######## design 1 ########
**Design 1: register map, names as in the netlist**

Scale: 6 px per µm. Other sequential cells in the stronger gray, the rest of the logic in the fainter gray.
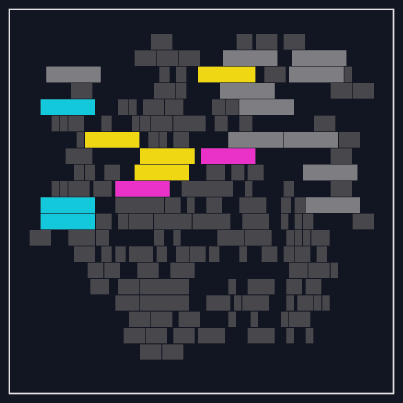

File: config.mk
export PLATFORM = sky130hd
export DESIGN_NAME = lfsr_rng_sched
export DESIGN_NICKNAME = d
export VERILOG_FILES = /design/src/rtl/lfsr_pkg.sv /design/src/rtl/lfsr_core.sv /design/src/rtl/lfsr_rng_sched.sv
export SDC_FILE = /design/constraint.sdc
export NUM_CORES = 1
export LEC_CHECK = 0
export CAP_MARGIN = 5
export CORE_MARGIN = 3
export CORE_UTILIZATION = 40
export CTS_CLUSTER_SIZE = 25
export DETAILED_ROUTE_END_ITERATION = 8
export PLACE_DENSITY = 0.61
export SYNTH_ARGS = -nofsm -noshare
export SYNTH_HDL_FRONTEND = slang
export SYNTH_SLANG_ARGS = --single-unit
File: constraint.sdc
create_clock -name clk -period 2.75 [get_ports clk]
set_clock_uncertainty 0.05 [all_clocks]
set_input_delay 0.4125 -clock clk [delete_from_list [all_inputs] [get_ports clk]]
set_output_delay 0.4125 -clock clk [all_outputs]
set_load 0.01 [all_outputs]
File: src/rtl/lfsr_pkg.sv
// Shared constants for the LFSR random-number scheduler: tap masks, FSM states, default seed.
package lfsr_pkg;

  typedef enum logic {ST_WARMUP, ST_SERVE} state_t;

  localparam logic [7:0] DEFAULT_SEED = 8'h01;

  // Maximal-length Fibonacci taps; bit i set means q[i] feeds the XOR.
  function automatic logic [7:0] lfsr_taps(input int w);
    case (w)
      3:       return 8'b0000_0110;
      4:       return 8'b0000_1100;
      5:       return 8'b0001_0100;
      6:       return 8'b0011_0000;
      7:       return 8'b0110_0000;
      8:       return 8'b1011_1000;
      default: return 8'b0000_0000;
    endcase
  endfunction

endpackage

File: src/rtl/lfsr_core.sv
// Fibonacci LFSR register: shifts left, new bit0 is the XOR of the tapped bits.
module lfsr_core
  import lfsr_pkg::*;
#(
  parameter int               WIDTH = 4,
  parameter logic [WIDTH-1:0] SEED  = DEFAULT_SEED[WIDTH-1:0]
) (
  input  logic             clk,
  input  logic             rst,
  input  logic             load,
  input  logic [WIDTH-1:0] load_val,
  input  logic             step,
  output logic [WIDTH-1:0] q
);

  localparam logic [7:0]       TAPS8 = lfsr_taps(WIDTH);
  localparam logic [WIDTH-1:0] TAPS  = TAPS8[WIDTH-1:0];

  always_ff @(posedge clk or posedge rst) begin
    if (rst)       q <= SEED;
    else if (load) q <= load_val;
    else if (step) q <= {q[WIDTH-2:0], ^(q & TAPS)};
  end

endmodule

File: src/rtl/lfsr_rng_sched.sv
// Round-robin scheduler handing out one fresh LFSR value per grant, with seed load and warm-up.
//   state     | meaning
//   ST_WARMUP | LFSR steps every cycle, requests ignored, counter runs 0..WARMUP-1
//   ST_SERVE  | one grant per cycle when any req is set; LFSR steps only on a grant
module lfsr_rng_sched
  import lfsr_pkg::*;
#(
  parameter int               NREQ   = 4,
  parameter int               WIDTH  = 4,
  parameter logic [WIDTH-1:0] SEED   = DEFAULT_SEED[WIDTH-1:0],
  parameter int               WARMUP = 8
) (
  input  logic             clk,
  input  logic             rst,
  input  logic             seed_load,
  input  logic [WIDTH-1:0] seed_val,
  input  logic [NREQ-1:0]  req,
  output logic [NREQ-1:0]  gnt,
  output logic             rnd_valid,
  output logic [WIDTH-1:0] rnd_data,
  output logic             rnd_ready
);

  localparam int CW = (WARMUP > 1) ? $clog2(WARMUP) : 1;
  localparam int PW = $clog2(NREQ);

  state_t            state, state_nxt;
  logic [CW-1:0]     cnt;
  logic              cnt_last;
  logic [PW-1:0]     ptr, ptr_nxt;
  logic [NREQ-1:0]   gnt_nxt;
  logic              found, grant_en, lfsr_step;
  logic [WIDTH-1:0]  lfsr_q, load_val;

  assign cnt_last = (cnt == CW'(WARMUP - 1));
  assign load_val = (seed_val == '0) ? SEED : seed_val;

  lfsr_core #(.WIDTH(WIDTH), .SEED(SEED)) u_core (
    .clk      (clk),
    .rst      (rst),
    .load     (seed_load),
    .load_val (load_val),
    .step     (lfsr_step),
    .q        (lfsr_q)
  );

  always_ff @(posedge clk or posedge rst) begin
    if (rst) begin
      state <= ST_WARMUP;
      cnt   <= '0;
      ptr   <= '0;
    end else begin
      state <= state_nxt;
      if (seed_load)              cnt <= '0;
      else if (state == ST_WARMUP) cnt <= cnt_last ? '0 : cnt + CW'(1);
      if (grant_en) ptr <= ptr_nxt;
    end
  end

  always_comb begin
    state_nxt = state;
    if (seed_load)                             state_nxt = ST_WARMUP;
    else if (state == ST_WARMUP && cnt_last)   state_nxt = ST_SERVE;
  end

  always_comb begin
    rnd_ready = (state == ST_SERVE);
    grant_en  = (state == ST_SERVE) && !seed_load && found;
    lfsr_step = !seed_load && ((state == ST_WARMUP) || grant_en);
  end

  // First set req at or after ptr, wrapping modulo NREQ.
  always_comb begin
    gnt_nxt = '0;
    ptr_nxt = ptr;
    found   = 1'b0;
    for (int k = 0; k < NREQ; k++) begin
      if (!found && req[(int'(ptr) + k) % NREQ]) begin
        found                            = 1'b1;
        gnt_nxt[(int'(ptr) + k) % NREQ]  = 1'b1;
        ptr_nxt                          = PW'((int'(ptr) + k + 1) % NREQ);
      end
    end
  end

  always_ff @(posedge clk or posedge rst) begin
    if (rst) begin
      gnt       <= '0;
      rnd_valid <= 1'b0;
      rnd_data  <= '0;
    end else begin
      gnt       <= grant_en ? gnt_nxt : '0;
      rnd_valid <= grant_en;
      rnd_data  <= grant_en ? lfsr_q : '0;
    end
  end

endmodule
######## design 2 ########
<file path="config.mk">
export PLATFORM = sky130hd
export DESIGN_NAME = hazard_unit_mc
export DESIGN_NICKNAME = d
export VERILOG_FILES = /design/src/rtl/hazard_unit_mc.sv
export SDC_FILE = /design/constraint.sdc
export NUM_CORES = 1
export LEC_CHECK = 0
export ABC_CLOCK_PERIOD_IN_PS = 3800
export CELL_PAD_IN_SITES_DETAIL_PLACEMENT = 1
export CELL_PAD_IN_SITES_GLOBAL_PLACEMENT = 1
export CORE_ASPECT_RATIO = 0.7
export CORE_MARGIN = 4
export CORE_UTILIZATION = 28
export DETAILED_ROUTE_END_ITERATION = 10
export GPL_TIMING_DRIVEN = 0
export PLACE_DENSITY_LB_ADDON = 0.1
export SLEW_MARGIN = 40
export SYNTH_ARGS = -nofsm -noshare
export SYNTH_HDL_FRONTEND = slang
export SYNTH_SLANG_ARGS = --single-unit
</file>
<file path="constraint.sdc">
create_clock -name Clk -period 3.8 [get_ports Clk]
set_input_delay 0.57 -clock Clk [delete_from_list [all_inputs] [get_ports Clk]]
set_output_delay 0.57 -clock Clk [all_outputs]
set_load 0.05 [all_outputs]
</file>
<file path="src/rtl/hazard_unit_mc.sv">
`default_nettype none
// ============================================================================
// hazard_unit_mc : stall/flush/forward control for the 5-stage MIPS pipeline,
//                  with a mult/div busy tracker and a saturating stall counter.
// Revision       : 1.0
// ============================================================================
module hazard_unit_mc #(
  parameter int REG_AW      = 5,
  parameter int MULDIV_LAT  = 4,
  parameter int CNT_W       = 16,
  parameter int BRANCH_IN_D = 1
) (
  input  logic              Clk,
  input  logic              Reset,
  input  logic              BranchD,
  input  logic [REG_AW-1:0] RsD,
  input  logic [REG_AW-1:0] RtD,
  input  logic [REG_AW-1:0] RsE,
  input  logic [REG_AW-1:0] RtE,
  input  logic [REG_AW-1:0] WriteRegE,
  input  logic              MemtoRegE,
  input  logic              RegWriteE,
  input  logic [REG_AW-1:0] WriteRegM,
  input  logic              MemtoRegM,
  input  logic              RegWriteM,
  input  logic [REG_AW-1:0] WriteRegW,
  input  logic              RegWriteW,
  input  logic              MulDivStartE,
  input  logic              UsesHiLoD,
  output logic              StallF,
  output logic              StallD,
  output logic              FlushE,
  output logic              ForwardAD,
  output logic              ForwardBD,
  output logic [1:0]        ForwardAE,
  output logic [1:0]        ForwardBE,
  output logic              MulDivBusy,
  output logic [CNT_W-1:0]  StallCount
);

  localparam int                  c_busy_w   = $clog2(MULDIV_LAT + 1);
  localparam logic [c_busy_w-1:0] c_lat      = c_busy_w'(MULDIV_LAT);
  localparam logic [c_busy_w-1:0] c_busy_one = c_busy_w'(1);
  localparam logic [CNT_W-1:0]    c_cnt_one  = CNT_W'(1);

  logic [c_busy_w-1:0] busy_cnt_q, busy_cnt_d;
  logic [CNT_W-1:0]    stall_cnt_q, stall_cnt_d;

  logic       w_lwstall, w_branchstall, w_hilostall, w_stall, w_busy;
  logic       w_fwd_ad, w_fwd_bd;
  logic [1:0] w_fwd_ae, w_fwd_be;

  // M stage has priority over W: it holds the younger value.
  always_comb begin
    w_fwd_ae = 2'b00;
    if (RegWriteM && WriteRegM != '0 && RsE == WriteRegM)
      w_fwd_ae = 2'b10;
    else if (RegWriteW && WriteRegW != '0 && RsE == WriteRegW)
      w_fwd_ae = 2'b01;

    w_fwd_be = 2'b00;
    if (RegWriteM && WriteRegM != '0 && RtE == WriteRegM)
      w_fwd_be = 2'b10;
    else if (RegWriteW && WriteRegW != '0 && RtE == WriteRegW)
      w_fwd_be = 2'b01;
  end

  assign w_lwstall = MemtoRegE && WriteRegE != '0 &&
                     (WriteRegE == RsD || WriteRegE == RtD);

  generate
    if (BRANCH_IN_D != 0) begin : g_branch_d
      assign w_fwd_ad = RegWriteM && RsD != '0 && RsD == WriteRegM;
      assign w_fwd_bd = RegWriteM && RtD != '0 && RtD == WriteRegM;
      assign w_branchstall = BranchD &&
        ((RegWriteE && WriteRegE != '0 && (WriteRegE == RsD || WriteRegE == RtD)) ||
         (MemtoRegM && WriteRegM != '0 && (WriteRegM == RsD || WriteRegM == RtD)));
    end else begin : g_branch_e
      assign w_fwd_ad      = 1'b0;
      assign w_fwd_bd      = 1'b0;
      assign w_branchstall = 1'b0;
    end
  endgenerate

  assign w_busy      = (busy_cnt_q != '0);
  assign w_hilostall = UsesHiLoD && (w_busy || MulDivStartE);
  assign w_stall     = (w_lwstall | w_branchstall | w_hilostall) & ~Reset;

  always_comb begin
    busy_cnt_d = busy_cnt_q;
    if (MulDivStartE)
      busy_cnt_d = c_lat;
    else if (w_busy)
      busy_cnt_d = busy_cnt_q - c_busy_one;

    stall_cnt_d = stall_cnt_q;
    if (w_stall && stall_cnt_q != '1)
      stall_cnt_d = stall_cnt_q + c_cnt_one;
  end

  always_ff @(posedge Clk or posedge Reset) begin
    if (Reset) begin
      busy_cnt_q  <= '0;
      stall_cnt_q <= '0;
    end else begin
      busy_cnt_q  <= busy_cnt_d;
      stall_cnt_q <= stall_cnt_d;
    end
  end

  // Reset forces every control output low without waiting for an edge.
  assign StallF     = w_stall;
  assign StallD     = w_stall;
  assign FlushE     = w_stall;
  assign ForwardAD  = w_fwd_ad & ~Reset;
  assign ForwardBD  = w_fwd_bd & ~Reset;
  assign ForwardAE  = Reset ? 2'b00 : w_fwd_ae;
  assign ForwardBE  = Reset ? 2'b00 : w_fwd_be;
  assign MulDivBusy = w_busy & ~Reset;
  assign StallCount = stall_cnt_q;

endmodule
`default_nettype wire

</file>
######## design 3 ########
File: src/rtl/serial_adder_ctrl.sv
// ---------------------------------------------------------------------------
// serial_adder_ctrl -- bit-serial WIDTH-bit adder built on one 1-bit full_adder.
//
// Two WIDTH-bit operands are captured on an accepted start. One bit pair is
// fed through the full adder per clock, LSB first. The carry is kept in a
// flop between bit slices, and the sum is assembled MSB-first in a shift
// register. A one-cycle done pulse marks sum_out/cout as valid.
//
// Handshake: start is a request that is accepted only when busy==0, that is
// in IDLE or in the DONE cycle. An accepted start shows up as busy=1 on the
// next cycle. Requests made while busy==1 are dropped. done pulses for
// exactly one cycle. sum_out/cout are then held until the next accepted start.
//
// Ports:
//   clock     in   1      rising-edge clock
//   resetn    in   1      asynchronous active-low reset
//   start     in   1      request a new addition (sampled only when busy==0)
//   a_in      in   WIDTH  operand A, captured on an accepted start
//   b_in      in   WIDTH  operand B, captured on an accepted start
//   cin       in   1      carry-in, captured on an accepted start
//   sub       in   1      (SERIAL_ADDER_SUB_EN only) 1 = compute a_in - b_in
//   busy      out  1      high while a serial addition is running
//   done      out  1      one-cycle pulse when sum_out/cout become valid
//   sum_out   out  WIDTH  result
//   cout      out  1      final carry-out (no-borrow flag when subtracting)
//   fsm_state out  2      debug view of the controller state (0 IDLE, 1 RUN, 2 DONE)
//
// Optional feature macro: SERIAL_ADDER_SUB_EN adds the sub port and
// two's-complement subtraction.
//
// Timing: start accepted at edge 0 -> busy during cycles 1..WIDTH -> done
// during cycle WIDTH+1. A start in the DONE cycle restarts immediately, so
// the throughput is one operation per WIDTH+1 cycles.
// ---------------------------------------------------------------------------

module full_adder (
  input  logic a,
  input  logic b,
  input  logic c,
  output logic s,
  output logic co
);
  assign s  = a ^ b ^ c;
  assign co = (a & b) | (a & c) | (b & c);
endmodule

module serial_adder_ctrl #(
  parameter int WIDTH = 8
) (
  input  logic             clock,
  input  logic             resetn,
  input  logic             start,
  input  logic [WIDTH-1:0] a_in,
  input  logic [WIDTH-1:0] b_in,
  input  logic             cin,
`ifdef SERIAL_ADDER_SUB_EN
  input  logic             sub,
`endif
  output logic             busy,
  output logic             done,
  output logic [WIDTH-1:0] sum_out,
  output logic             cout,
  output logic [1:0]       fsm_state
);

  localparam int CNT_W = (WIDTH > 1) ? $clog2(WIDTH) : 1;
  localparam logic [CNT_W-1:0] LAST = CNT_W'(WIDTH - 1);

  typedef enum logic [1:0] {
    IDLE = 2'd0,
    RUN  = 2'd1,
    DONE = 2'd2
  } state_t;

  state_t           state;
  logic [WIDTH-1:0] a_sr;
  logic [WIDTH-1:0] b_sr;
  logic             carry;
  logic [CNT_W-1:0] cnt;

  logic b_bit;
  logic load_carry;
  logic fa_sum;
  logic fa_carry;

`ifdef SERIAL_ADDER_SUB_EN
  logic sub_q;

  // Subtraction is a + ~b + 1: invert B at the adder input and seed carry with 1.
  assign b_bit      = b_sr[0] ^ sub_q;
  assign load_carry = sub ? 1'b1 : cin;
`else
  assign b_bit      = b_sr[0];
  assign load_carry = cin;
`endif

  full_adder u_fa (
    .a  (a_sr[0]),
    .b  (b_bit),
    .c  (carry),
    .s  (fa_sum),
    .co (fa_carry)
  );

  assign fsm_state = state;

  always_ff @(posedge clock or negedge resetn) begin
    if (!resetn) begin
      state   <= IDLE;
      busy    <= 1'b0;
      done    <= 1'b0;
      sum_out <= '0;
      cout    <= 1'b0;
      a_sr    <= '0;
      b_sr    <= '0;
      carry   <= 1'b0;
      cnt     <= '0;
`ifdef SERIAL_ADDER_SUB_EN
      sub_q   <= 1'b0;
`endif
    end else begin
      case (state)
        // IDLE and DONE accept a start in the same way. DONE always leaves
        // after one cycle, which keeps done a single-cycle pulse.
        IDLE, DONE: begin
          done <= 1'b0;
          if (start) begin
            a_sr  <= a_in;
            b_sr  <= b_in;
            carry <= load_carry;
            cnt   <= '0;
            busy  <= 1'b1;
`ifdef SERIAL_ADDER_SUB_EN
            sub_q <= sub;
`endif
            state <= RUN;
          end else begin
            state <= IDLE;
          end
        end

        RUN: begin
          // The newest sum bit enters at the MSB. After WIDTH shifts, bit 0
          // of the operands has reached sum_out[0].
          sum_out <= {fa_sum, sum_out[WIDTH-1:1]};
          carry   <= fa_carry;
          a_sr    <= a_sr >> 1;
          b_sr    <= b_sr >> 1;
          if (cnt == LAST) begin
            cout  <= fa_carry;
            busy  <= 1'b0;
            done  <= 1'b1;
            state <= DONE;
          end else begin
            cnt <= cnt + 1'b1;
          end
        end

        default: begin
          busy  <= 1'b0;
          done  <= 1'b0;
          state <= IDLE;
        end
      endcase
    end
  end

endmodule

File: config.mk
export PLATFORM = sky130hd
export DESIGN_NAME = serial_adder_ctrl
export DESIGN_NICKNAME = d
export VERILOG_FILES = /design/src/rtl/serial_adder_ctrl.sv
export SDC_FILE = /design/constraint.sdc
export NUM_CORES = 1
export LEC_CHECK = 0
export CORE_ASPECT_RATIO = 1.5
export CORE_MARGIN = 2
export CORE_UTILIZATION = 31
export CTS_BUF_LIST = sky130_fd_sc_hd__clkbuf_8
export CTS_CLUSTER_DIAMETER = 50
export DETAILED_ROUTE_END_ITERATION = 8
export PLACE_DENSITY = 0.67
export SETUP_SLACK_MARGIN = 0.5
export SLEW_MARGIN = 20
export SYNTH_ARGS = -nofsm -noshare
export SYNTH_HDL_FRONTEND = slang
export SYNTH_SLANG_ARGS = --single-unit
export TNS_END_PERCENT = 30
File: constraint.sdc
create_clock -name clock -period 1.7 [get_ports clock]
set_clock_uncertainty 0.15 [all_clocks]
set_input_delay 0.34 -clock clock [delete_from_list [all_inputs] [get_ports clock]]
set_output_delay 0.34 -clock clock [all_outputs]
set_load 0.005 [all_outputs]
######## design 4 ########
### src/rtl/move_command_transmitter_pkg.sv
// Shared encodings and code timing (in code units) for the IR move-command transmitter.
// CMD_PARITY_EN appends an even-parity bit to every frame.
package move_command_transmitter_pkg;

   typedef enum logic [2:0] {
      ST_IDLE  = 3'd0,
      ST_START = 3'd1,
      ST_GAP   = 3'd2,
      ST_BIT   = 3'd3,
      ST_PAD   = 3'd4,
      ST_DONE  = 3'd5
   } state_e;

   localparam int START_UNITS = 4;
   localparam int ONE_UNITS   = 2;
   localparam int ZERO_UNITS  = 1;
   localparam int GAP_UNITS   = 1;
   localparam int CMD_WIDTH   = 12;

`ifdef CMD_PARITY_EN
   localparam int FRAME_BITS = CMD_WIDTH + 1;
`else
   localparam int FRAME_BITS = CMD_WIDTH;
`endif

   function automatic logic is_burst(input state_e s);
      return (s == ST_START) || (s == ST_BIT);
   endfunction

endpackage

### src/rtl/move_command_transmitter_ir_carrier_gen.sv
// IR carrier: high for HALF cycles after restart, then toggling every HALF cycles while enabled.
module ir_carrier_gen #(
   parameter int HALF = 337
) (
   input  logic clock,
   input  logic reset,
   input  logic restart,
   input  logic enable,
   output logic carrier_out
);

   localparam int HW = (HALF > 1) ? $clog2(HALF) : 1;

   logic [HW-1:0] phase_q;
   logic          out_q;

   always_ff @(posedge clock or posedge reset) begin
      if (reset) begin
         phase_q <= '0;
         out_q   <= 1'b0;
      end else if (!enable) begin
         phase_q <= '0;
         out_q   <= 1'b0;
      end else if (restart) begin
         phase_q <= '0;
         out_q   <= 1'b1;
      end else if (phase_q == HW'(HALF - 1)) begin
         phase_q <= '0;
         out_q   <= ~out_q;
      end else begin
         phase_q <= phase_q + HW'(1);
      end
   end

   assign carrier_out = out_q;

endmodule

### src/rtl/move_command_transmitter.sv
// Sends a 12-bit move command as a SIRC-style pulse-width IR frame, LSB first, REPEATS times.
// CMD_PARITY_EN adds a 13th even-parity bit after bit 11.
module move_command_transmitter
   import move_command_transmitter_pkg::*;
#(
   parameter int CLK_HZ     = 27_000_000,
   parameter int CARRIER_HZ = 40_000,
   parameter int UNIT_US    = 600,
   parameter int FRAME_US   = 45_000,
   parameter int REPEATS    = 3
) (
   input  logic        clock,
   input  logic        reset,
   input  logic        send,
   input  logic [11:0] command,
   output logic        busy,
   output logic        done,
   output logic        ir_out,
   output logic [2:0]  state
);

   localparam int HALF  = CLK_HZ / (2 * CARRIER_HZ);
   localparam int UNIT  = CLK_HZ / 1_000_000 * UNIT_US;
   localparam int FRAME = CLK_HZ / 1_000_000 * FRAME_US;
   localparam int UW    = $clog2(2 * UNIT + 1);
   localparam int FW    = $clog2(FRAME);
   localparam int RW    = (REPEATS > 1) ? $clog2(REPEATS) : 1;
   localparam int BW    = $clog2(FRAME_BITS + 1);

   state_e                state_q, state_d;
   logic [UW-1:0]         cyc_q;
   logic [2:0]            units_q;
   logic [FW-1:0]         frame_q;
   logic [RW-1:0]         rep_q;
   logic [BW-1:0]         bit_q;
   logic [FRAME_BITS-1:0] shift_q;
   logic [FRAME_BITS-1:0] load_d;
   logic [2:0]            len_d;
   logic                  seg_end_d;
   logic                  busy_q, busy_d, done_q, done_d;
   logic                  burst_d, restart_d;

`ifdef CMD_PARITY_EN
   assign load_d = {^command, command};
`else
   assign load_d = command;
`endif

   // Segment length in units; a segment ends on the last cycle of its last unit.
   always_comb begin
      len_d = 3'(GAP_UNITS);
      case (state_q)
         ST_START: len_d = 3'(START_UNITS);
         ST_BIT:   len_d = shift_q[0] ? 3'(ONE_UNITS) : 3'(ZERO_UNITS);
         default:  len_d = 3'(GAP_UNITS);
      endcase
      seg_end_d = (cyc_q == UW'(UNIT - 1)) && (units_q == (len_d - 3'd1));
   end

   always_ff @(posedge clock or posedge reset) begin
      if (reset) begin
         state_q <= ST_IDLE;
      end else begin
         state_q <= state_d;
      end
   end

   always_comb begin
      state_d = state_q;
      case (state_q)
         ST_IDLE:  state_d = send ? ST_START : ST_IDLE;
         ST_START: state_d = seg_end_d ? ST_GAP : ST_START;
         ST_GAP: begin
            if (!seg_end_d)                      state_d = ST_GAP;
            else if (bit_q == BW'(FRAME_BITS))   state_d = ST_PAD;
            else                                 state_d = ST_BIT;
         end
         ST_BIT:   state_d = seg_end_d ? ST_GAP : ST_BIT;
         ST_PAD: begin
            if (frame_q != FW'(FRAME - 1))       state_d = ST_PAD;
            else if (rep_q == RW'(REPEATS - 1))  state_d = ST_DONE;
            else                                 state_d = ST_START;
         end
         ST_DONE:  state_d = ST_IDLE;
         default:  state_d = ST_IDLE;
      endcase
   end

   // Outputs are decoded from the next state so the registered versions line up with state_q.
   always_comb begin
      burst_d   = is_burst(state_d);
      restart_d = burst_d && !is_burst(state_q);
      busy_d    = (state_d == ST_START) || (state_d == ST_GAP) ||
                  (state_d == ST_BIT)   || (state_d == ST_PAD);
      done_d    = (state_d == ST_DONE);
   end

   always_ff @(posedge clock or posedge reset) begin
      if (reset) begin
         busy_q <= 1'b0;
         done_q <= 1'b0;
      end else begin
         busy_q <= busy_d;
         done_q <= done_d;
      end
   end

   always_ff @(posedge clock or posedge reset) begin
      if (reset) begin
         cyc_q   <= '0;
         units_q <= '0;
         frame_q <= '0;
         rep_q   <= '0;
         bit_q   <= '0;
         shift_q <= '0;
      end else begin
         if (state_d != state_q) begin
            cyc_q   <= '0;
            units_q <= '0;
         end else if (cyc_q == UW'(UNIT - 1)) begin
            cyc_q   <= '0;
            units_q <= units_q + 3'd1;
         end else begin
            cyc_q   <= cyc_q + UW'(1);
         end

         if (state_d == ST_START && state_q != ST_START) begin
            frame_q <= '0;
         end else if (frame_q != FW'(FRAME - 1)) begin
            frame_q <= frame_q + FW'(1);
         end

         if (state_d == ST_START) begin
            bit_q <= '0;
         end else if (state_q == ST_BIT && state_d == ST_GAP) begin
            bit_q <= bit_q + BW'(1);
         end

         // Rotating (not shifting) leaves the payload intact for the next repeat.
         if (state_q == ST_IDLE && state_d == ST_START) begin
            shift_q <= load_d;
            rep_q   <= '0;
         end else if (state_q == ST_BIT && state_d == ST_GAP) begin
            shift_q <= {shift_q[0], shift_q[FRAME_BITS-1:1]};
         end else if (state_q == ST_PAD && state_d == ST_START) begin
            rep_q   <= rep_q + RW'(1);
         end
      end
   end

   ir_carrier_gen #(.HALF(HALF)) u_carrier (
      .clock       (clock),
      .reset       (reset),
      .restart     (restart_d),
      .enable      (burst_d),
      .carrier_out (ir_out)
   );

   assign busy  = busy_q;
   assign done  = done_q;
   assign state = state_q;

endmodule

### config.mk
export PLATFORM = sky130hd
export DESIGN_NAME = move_command_transmitter
export DESIGN_NICKNAME = d
export VERILOG_FILES = /design/src/rtl/move_command_transmitter_pkg.sv /design/src/rtl/move_command_transmitter_ir_carrier_gen.sv /design/src/rtl/move_command_transmitter.sv
export SDC_FILE = /design/constraint.sdc
export NUM_CORES = 1
export LEC_CHECK = 0
export CORE_MARGIN = 1.5
export CORE_UTILIZATION = 40
export CTS_BUF_LIST = sky130_fd_sc_hd__clkbuf_4 sky130_fd_sc_hd__clkbuf_8 sky130_fd_sc_hd__clkbuf_16
export DETAILED_ROUTE_END_ITERATION = 10
export PLACE_DENSITY = 0.68
export SETUP_SLACK_MARGIN = 0.15
export SYNTH_ARGS = -nofsm -noshare
export SYNTH_HDL_FRONTEND = slang
export SYNTH_SLANG_ARGS = --single-unit
### constraint.sdc
create_clock -name clock -period 2.5 [get_ports clock]
set_input_delay 0.25 -clock clock [delete_from_list [all_inputs] [get_ports clock]]
set_output_delay 0.25 -clock clock [all_outputs]
set_load 0.05 [all_outputs]
**Design 4: sizing map**

Scale: 3 px per µm.
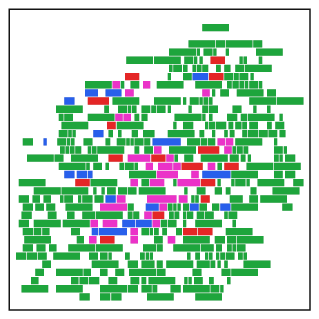
Magenta shows x3 and x4, cells 34, share 8.2%, most used buf_4. Green shows x1 and smaller, cells 345, share 83%, most used dfrtp_1. Blue shows x2, cells 19, share 4.6%, most used nor3_2. Red shows x6 and larger, cells 17, share 4.1%, most used clkbuf_8.

==> changes_impl.md, design 4 <==
### Changed

* First-pass DRT Iterations at 4
* WL/cell at roughly 14 µm
* Post-Syn Instances at 365
* Flops at about 72
* Flop area at 1810 µm²
* Sequential-to-total area share from yosys stat at 48.2%
* Slew headroom at around 67%
* Endpoints failing setup at 0
* Reg2Reg Depth at 11
* Synth Warn # at 0
* Flops & latches, synth at 72
* Core Region at slightly above 9000 µm²
* Least-Margin Pin Slew at 0.493 ns
* Setup_tns at 0 ns
* Biggest register: frame_q
* Min setup slack post-route at 0.112 ns
* Critical path fanouts, max at 18
* Postcts setup bufs at 2
* # clock sinks at 72
* Aggregate global-route resource usage at 16.5%
* Yosys Chip Area at 3740 µm²
* CP top delay family: AND-OR/OR-AND gates
* Clock power share at 34.8%
* Run status: finished, final reports clean
* CP required at 2.75 ns
* Startpoint types: flop
* Setup crit end kind: flop
design 4: synthesized netlist by cell type (all sizes together):
library cell / number / area, µm²
dfrtp: 72 / 1800
nor2: 53 / 199
xor2: 27 / 236
nand3: 26 / 130
xnor2: 21 / 184
nand2: 19 / 71.3
nor3: 15 / 75.1
a22o: 14 / 123
a21o: 12 / 90.1
inv: 12 / 45.0
and3: 11 / 68.8
ha: 9 / 113
a21oi: 8 / 40.0
buf: 8 / 66.3
nor4b: 6 / 58.8
and2: 5 / 31.3
nand4: 5 / 31.3
clkbuf: 4 / 15.0
mux2i: 4 / 40.0
nand2b: 4 / 25.0
nor4bb: 3 / 30.0
o21ai: 3 / 15.0
a211oi: 2 / 20.0
and4: 2 / 17.5
nor3b: 2 / 15.0
nor4: 2 / 42.5
o21a: 2 / 15.0
or3: 2 / 12.5
or4b: 2 / 23.8
a2111oi: 1 / 15.0
a21boi: 1 / 7.51
a2bb2oi: 1 / 8.76
and4b: 1 / 10.0
nand3b: 1 / 7.51
nor2b: 1 / 6.26
o2111a: 1 / 11.3
o211ai: 1 / 7.51
o22ai: 1 / 20.0
or4bb: 1 / 11.3
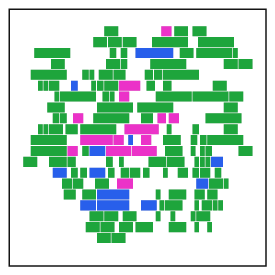
**Above:** design 1 (sizing map).
Scale: 4 px per µm.
Blue shows x2, cells 12, share 7.8%, most used mux2_2. Magenta shows x3 and x4, cells 14, share 9.2%, most used buf_4. Green shows x1 and smaller, cells 127, share 83%, most used clkdlybuf4s50_1.

Notes on 'register map, names as in the netlist' of design 1 above:
Cyan shows cnt, flops 3. Magenta shows ptr, flops 2. Yellow shows u_core.q, flops 4.
Another 10 sequential cells are not colored.

==> changes_impl.md, design 1 <==
### Changed

* Run status: finished, final reports clean
* Post-Syn Area per Cell at 10.2 µm²
* Crit path DAT at 2.46 ns
* Reg power frac at 30.5%
* Area grow syn2layout at 20.9%
* Least-Margin Pin Slew at 0.672 ns
* Clock power share at 13.0%
* Setup crit end kind: flop
* Fin cells at between 150 and 200
* Post-cts resize count at 0
* CP peak stage delay at 0.62 ns
* Layout cells sized above 1 at 17.0%
* # clock sinks at 19
* Crit path time final at 2.27 ns
* Reg2reg start: ptr[1]
* Simple logic cell fraction of the synthesized area at 18.2%
* Internal power at between 0.6 and 0.7 mW
* Clock latency (worst-skew pair) at around 0.29 ns
* Vias post-DR at roughly 1,000
* WL/cell at 13.3 µm
* Share of total power in combinational logic at 56.5%
* Sequential-to-total area share from yosys stat at between 30 and 40%
* Setup WS pre-CTS at 0.462 ns
* Switching Fraction at 41.2%
* Unrepaired setup endpoints after global routing: false
* Pre-Place Util at 42.7%
* Placed insts at 193
* Worst path bufs/invs at 1
* Flops & latches, synth at 19
* Clock-pin slew on the worst setup and hold paths at 0.10 ns
* Post-synthesis cell area at 1340 µm²
* Max VDD drop at slightly above 0.0003 V
[design 1: final cells by class]
type / count / area (µm²)
Clock buffer: 3 / 22.5
Fill cell: 295 / 1510
Inverter: 4 / 17.5
Sequential cell: 19 / 477
Tap cell: 44 / 55.1
Timing Repair Buffer: 24 / 230
Clock inverter: 1 / 5.00
Multi-Input combinational cell: 102 / 808
[design 1: how the worst max path moves through the flow]
stage            from     end  slack (ns)  cells past startpoint
2_1_floorplan  ptr[1]  ptr[1]        0.34                      9
3_3_place_gp   req[1]  ptr[1]        0.51                      6
3_5_place_dp   req[1]  ptr[1]        0.46                      6
4_1_cts        ptr[1]  gnt[2]        0.47                      6
5_1_grt        ptr[1]  gnt[1]        0.36                      6
6_report       ptr[1]  ptr[1]        0.48                      7
[design 1: Yosys cell counts (all sizes together)]
master  count
mux2        5
ha         10
nor4b       1
nand2       9
mux4        2
nor2b       1
or2b        1
xnor2       2
and3b       1
clkbuf      2
a31o        3
nor3        4
o31ai       1
a41o        2
a22oi       1
nand2b      1
and2        4
a21oi      10
a21boi      1
nand3       3
o21ai       4
mux2i      11
dfrtp      18
o22a        1
nor3b       1
nor2       18
dfstp       1
a22o        1
inv         4
buf         4
o211ai      4
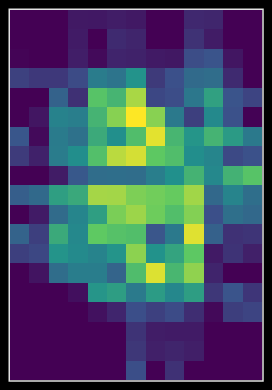
**Above:** design 3 (signal metal coverage by tile).
Scale: 4 px per µm. 13 x 19 tiles, from dark purple (low) to yellow (high), scaled to the fullest tile. Values are wire area over tile area, all layers added.
The densest ninth of the die: center. 27% of the tiles are nearly empty. The fullest tile reaches 0.36. 23% of the tiles are over half the peak. The emptiest ninth of the die: south-west.

==> changes_impl.md, design 3 <==
### Changed

* Run status: finished, final reports clean
* First-pass GRT wire length at 5930 µm
* Startpoint types: flop
* Critical path fanouts, max at 2
* Clock group power at between 0.8 and 0.9 mW
* Flop area at 801 µm²
* Count of non-CTS buffers in the layout at 59
* Sequential-to-total area share from yosys stat at 49.4%
* Clock latency (worst-skew pair) at 0.28 ns
* Yosys Chip Area at 1620 µm²
* Final wirelength at between 3000 and 4000 µm
* Fin cells at 265
* Max VDD drop at 0.000635 V
* Well Taps at 68
* Share of total power in combinational logic at between 40% and 50%
* Comb area at roughly 790 µm²
* Dominant Register Cell: dfrtp_1
* Flops at 32
* CTS Root Cell: clkbuf_8
* Largest registers: a_sr x8, b_sr x8, sum_out x8
* Yosys Instances at 141
* Utilization after layout at 47.0%
* Internal power at 2.76 mW
* Crit path to: cout
* Drt drc at 0
design 3: per-stage QoR:
step                hold slack, ns  instance area [µm²]  setup TNS (ns)  power (mW)  worst slack [ns]
finish                       0.270                 2390               0        4.04             0.285
global route                 0.284                 2390               0        4.33             0.232
CTS                          0.276                 2260               0        3.91             0.281
detailed placement           0.330                 2030        -0.00253        2.90          -0.00253
global placement             0.330                 2030               0        2.84           0.00295
floorplan                   -0.106                 1620               0        2.35             0.245
design 3: worst max-delay path: stages (launching register included):
cell	delay [ns]
dfrtp_1	0.39
ha_2	0.21
ha_4	0.17
inv_2	0.07
nor2_4	0.04
mux2_4	0.28
design 3: kinds of logic after synthesis:
group	count (synthesis)	share of synthesized area, %
compound gates	35	13.4
fa+ha+maj	3	2.78
buf+inv	13	5.48
flops	32	49.4
mux	28	18.3
simple gates	30	10.6
design 3: metal layers:
layer | global-route usage (%) | routed length [µm] | up-vias
met3 | 4.98 | 214 | 5
met1 | 14.7 | 1570 | 631
li1 | - | - | 614
met5 | 0 | 0 | -
met2 | 22.6 | 1960 | 29
met4 | 3.89 | 44 | 0
**Design 2: register map, names as in the netlist**

Scale: 4 px per µm. Other cells in gray.
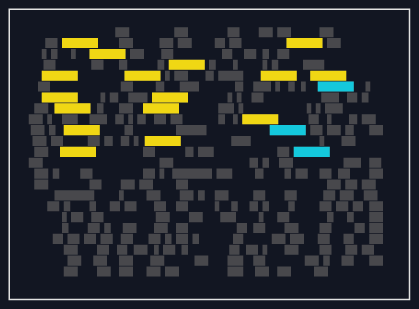
Cyan shows busy_cnt_q, flops 3. Yellow shows StallCount, flops 16.

==> changes_impl.md, design 2 <==
### Changed

* CP peak stage delay at about 0.51 ns
* Reg2reg setup slack at 1.54 ns
* Die H at 72.2 µm
* Slowest CP cell: dlygate4sd2_1
* Slew headroom at between 60% and 70%
* Vias/cell at 4.67
* Vias in the first global route at around 1,500
* Run status: finished, final reports clean
* Total congestion overflow at 0
* Max VDD drop at 0.000422 V
* Sequential-to-total area share from yosys stat at 28.9%
* Biggest area consumer among synthesized cells: dfrtp_1
* Hold endpoint: busy_cnt_q[2]
* PortBufs at 65
* Drt drc at 0
* Met1 Use GR at 21.6%
* Crit path time final at 3.62 ns
* Comb area at 1100 µm²
* Dominant logic cell type in the layout: clkdlybuf4s50_1
* Leakage Power at 0.952 nW
* Well Taps at 75
* Placed instance area at 2400 µm²
[design 2: worst max path at each step]
| stage | slack, ns | endpoint | start |
|---|---|---|---|
| floorplan | 0.45 | ForwardBE[0] | WriteRegM[1] |
| global placement | -0.55 | ForwardAE[0] | Reset |
| detailed placement | -0.25 | StallD | WriteRegE[1] |
| CTS | 0.04 | StallD | WriteRegE[1] |
| global route | 0.04 | StallD | RtD[1] |
| finish | 0.18 | StallD | WriteRegE[1] |
[design 2: where the power goes]
part | switching [mW] | total [mW] | internal (mW)
combinational | 0.261 | 0.451 | 0.190
sequential | 0.0485 | 0.295 | 0.246
clock | 0.0700 | 0.145 | 0.0747
[design 2: logic make-up (layout without fill, tap and decap cells)]
group	Yosys count	in the layout	share of synthesized area [%]
simple gates	75	75	26.3
xor+xnor	54	54	28.7
flops	19	19	28.9
buf+inv	12	81	5.24
compound gates	11	11	7.06
fa+ha+maj	3	3	2.28
mux	2	2	1.59
[design 2: timing repair]
item / in CTS / in global routing
endpoints found under the hold margin: 0 / 0
resized: 5 / 1
setup endpoints to repair: 4 / 3
[design 2: state kept, by name, summed over array words and instances, names as in the netlist]
signal      flops
busy_cnt_q      3
StallCount     16

==> gallery <==
Placement view.
picture 1
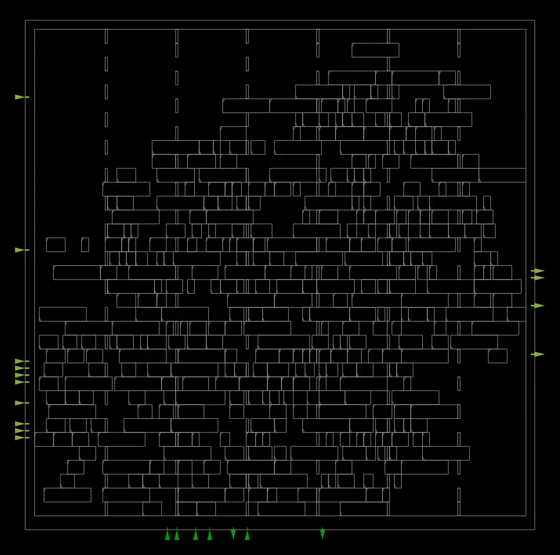
picture 2
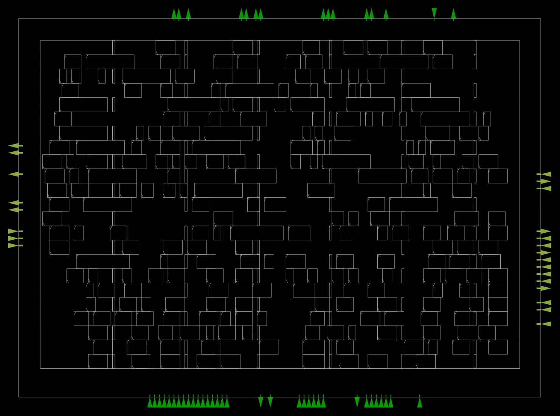
picture 3
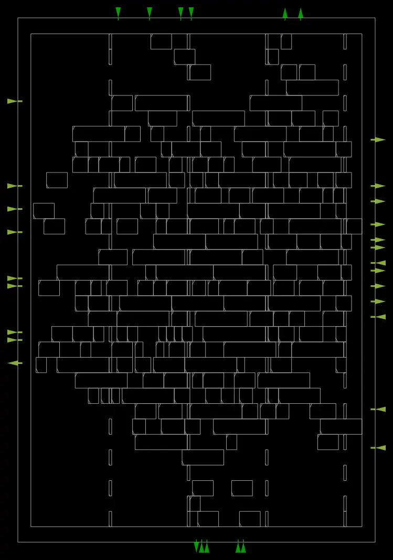
picture 4
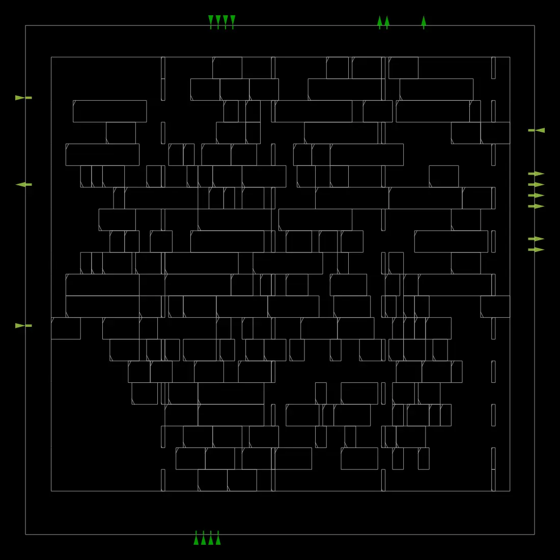
Design 2 is picture 2.
Design 4 is picture 1.
Design 1 is picture 4.
Design 3 is picture 3.
Of these, fewest cells: picture 4



==> screenshots <==
PDN straps and rails.
shot_01.png
Scale: 4 px per µm. Pins as bars on the die edge.
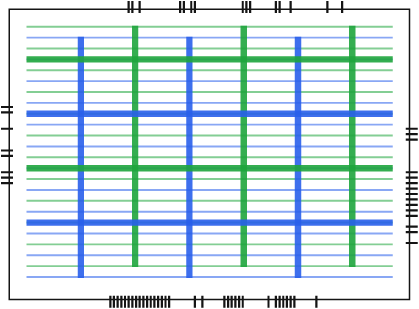
shot_02.png
Scale: 8 px per µm. Pins as bars on the die edge.
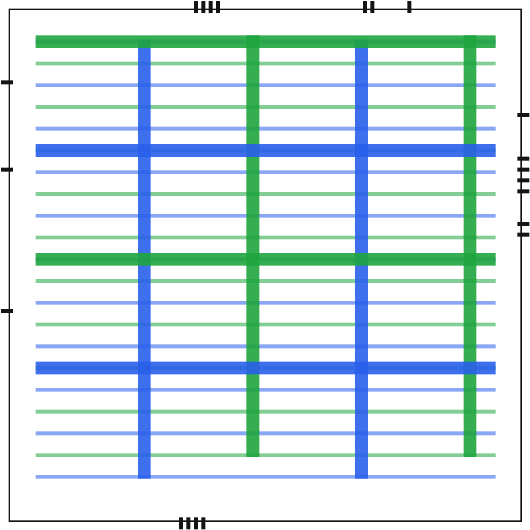
shot_03.png
Scale: 4 px per µm. Pins as bars on the die edge.
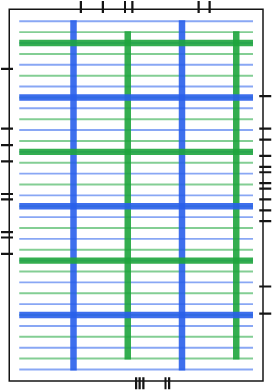
shot_04.png
Scale: 4 px per µm. Pins as bars on the die edge.
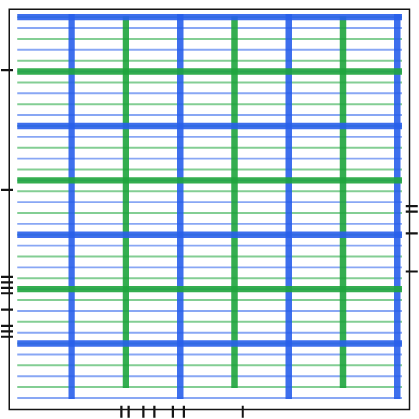
shot_03.png is design 3.
shot_01.png is design 2.
shot_02.png is design 1.
shot_04.png is design 4.
The one with the largest die is shot_04.png.
The one with the most pins is shot_01.png.

Power and IR drop assume default switching activity.
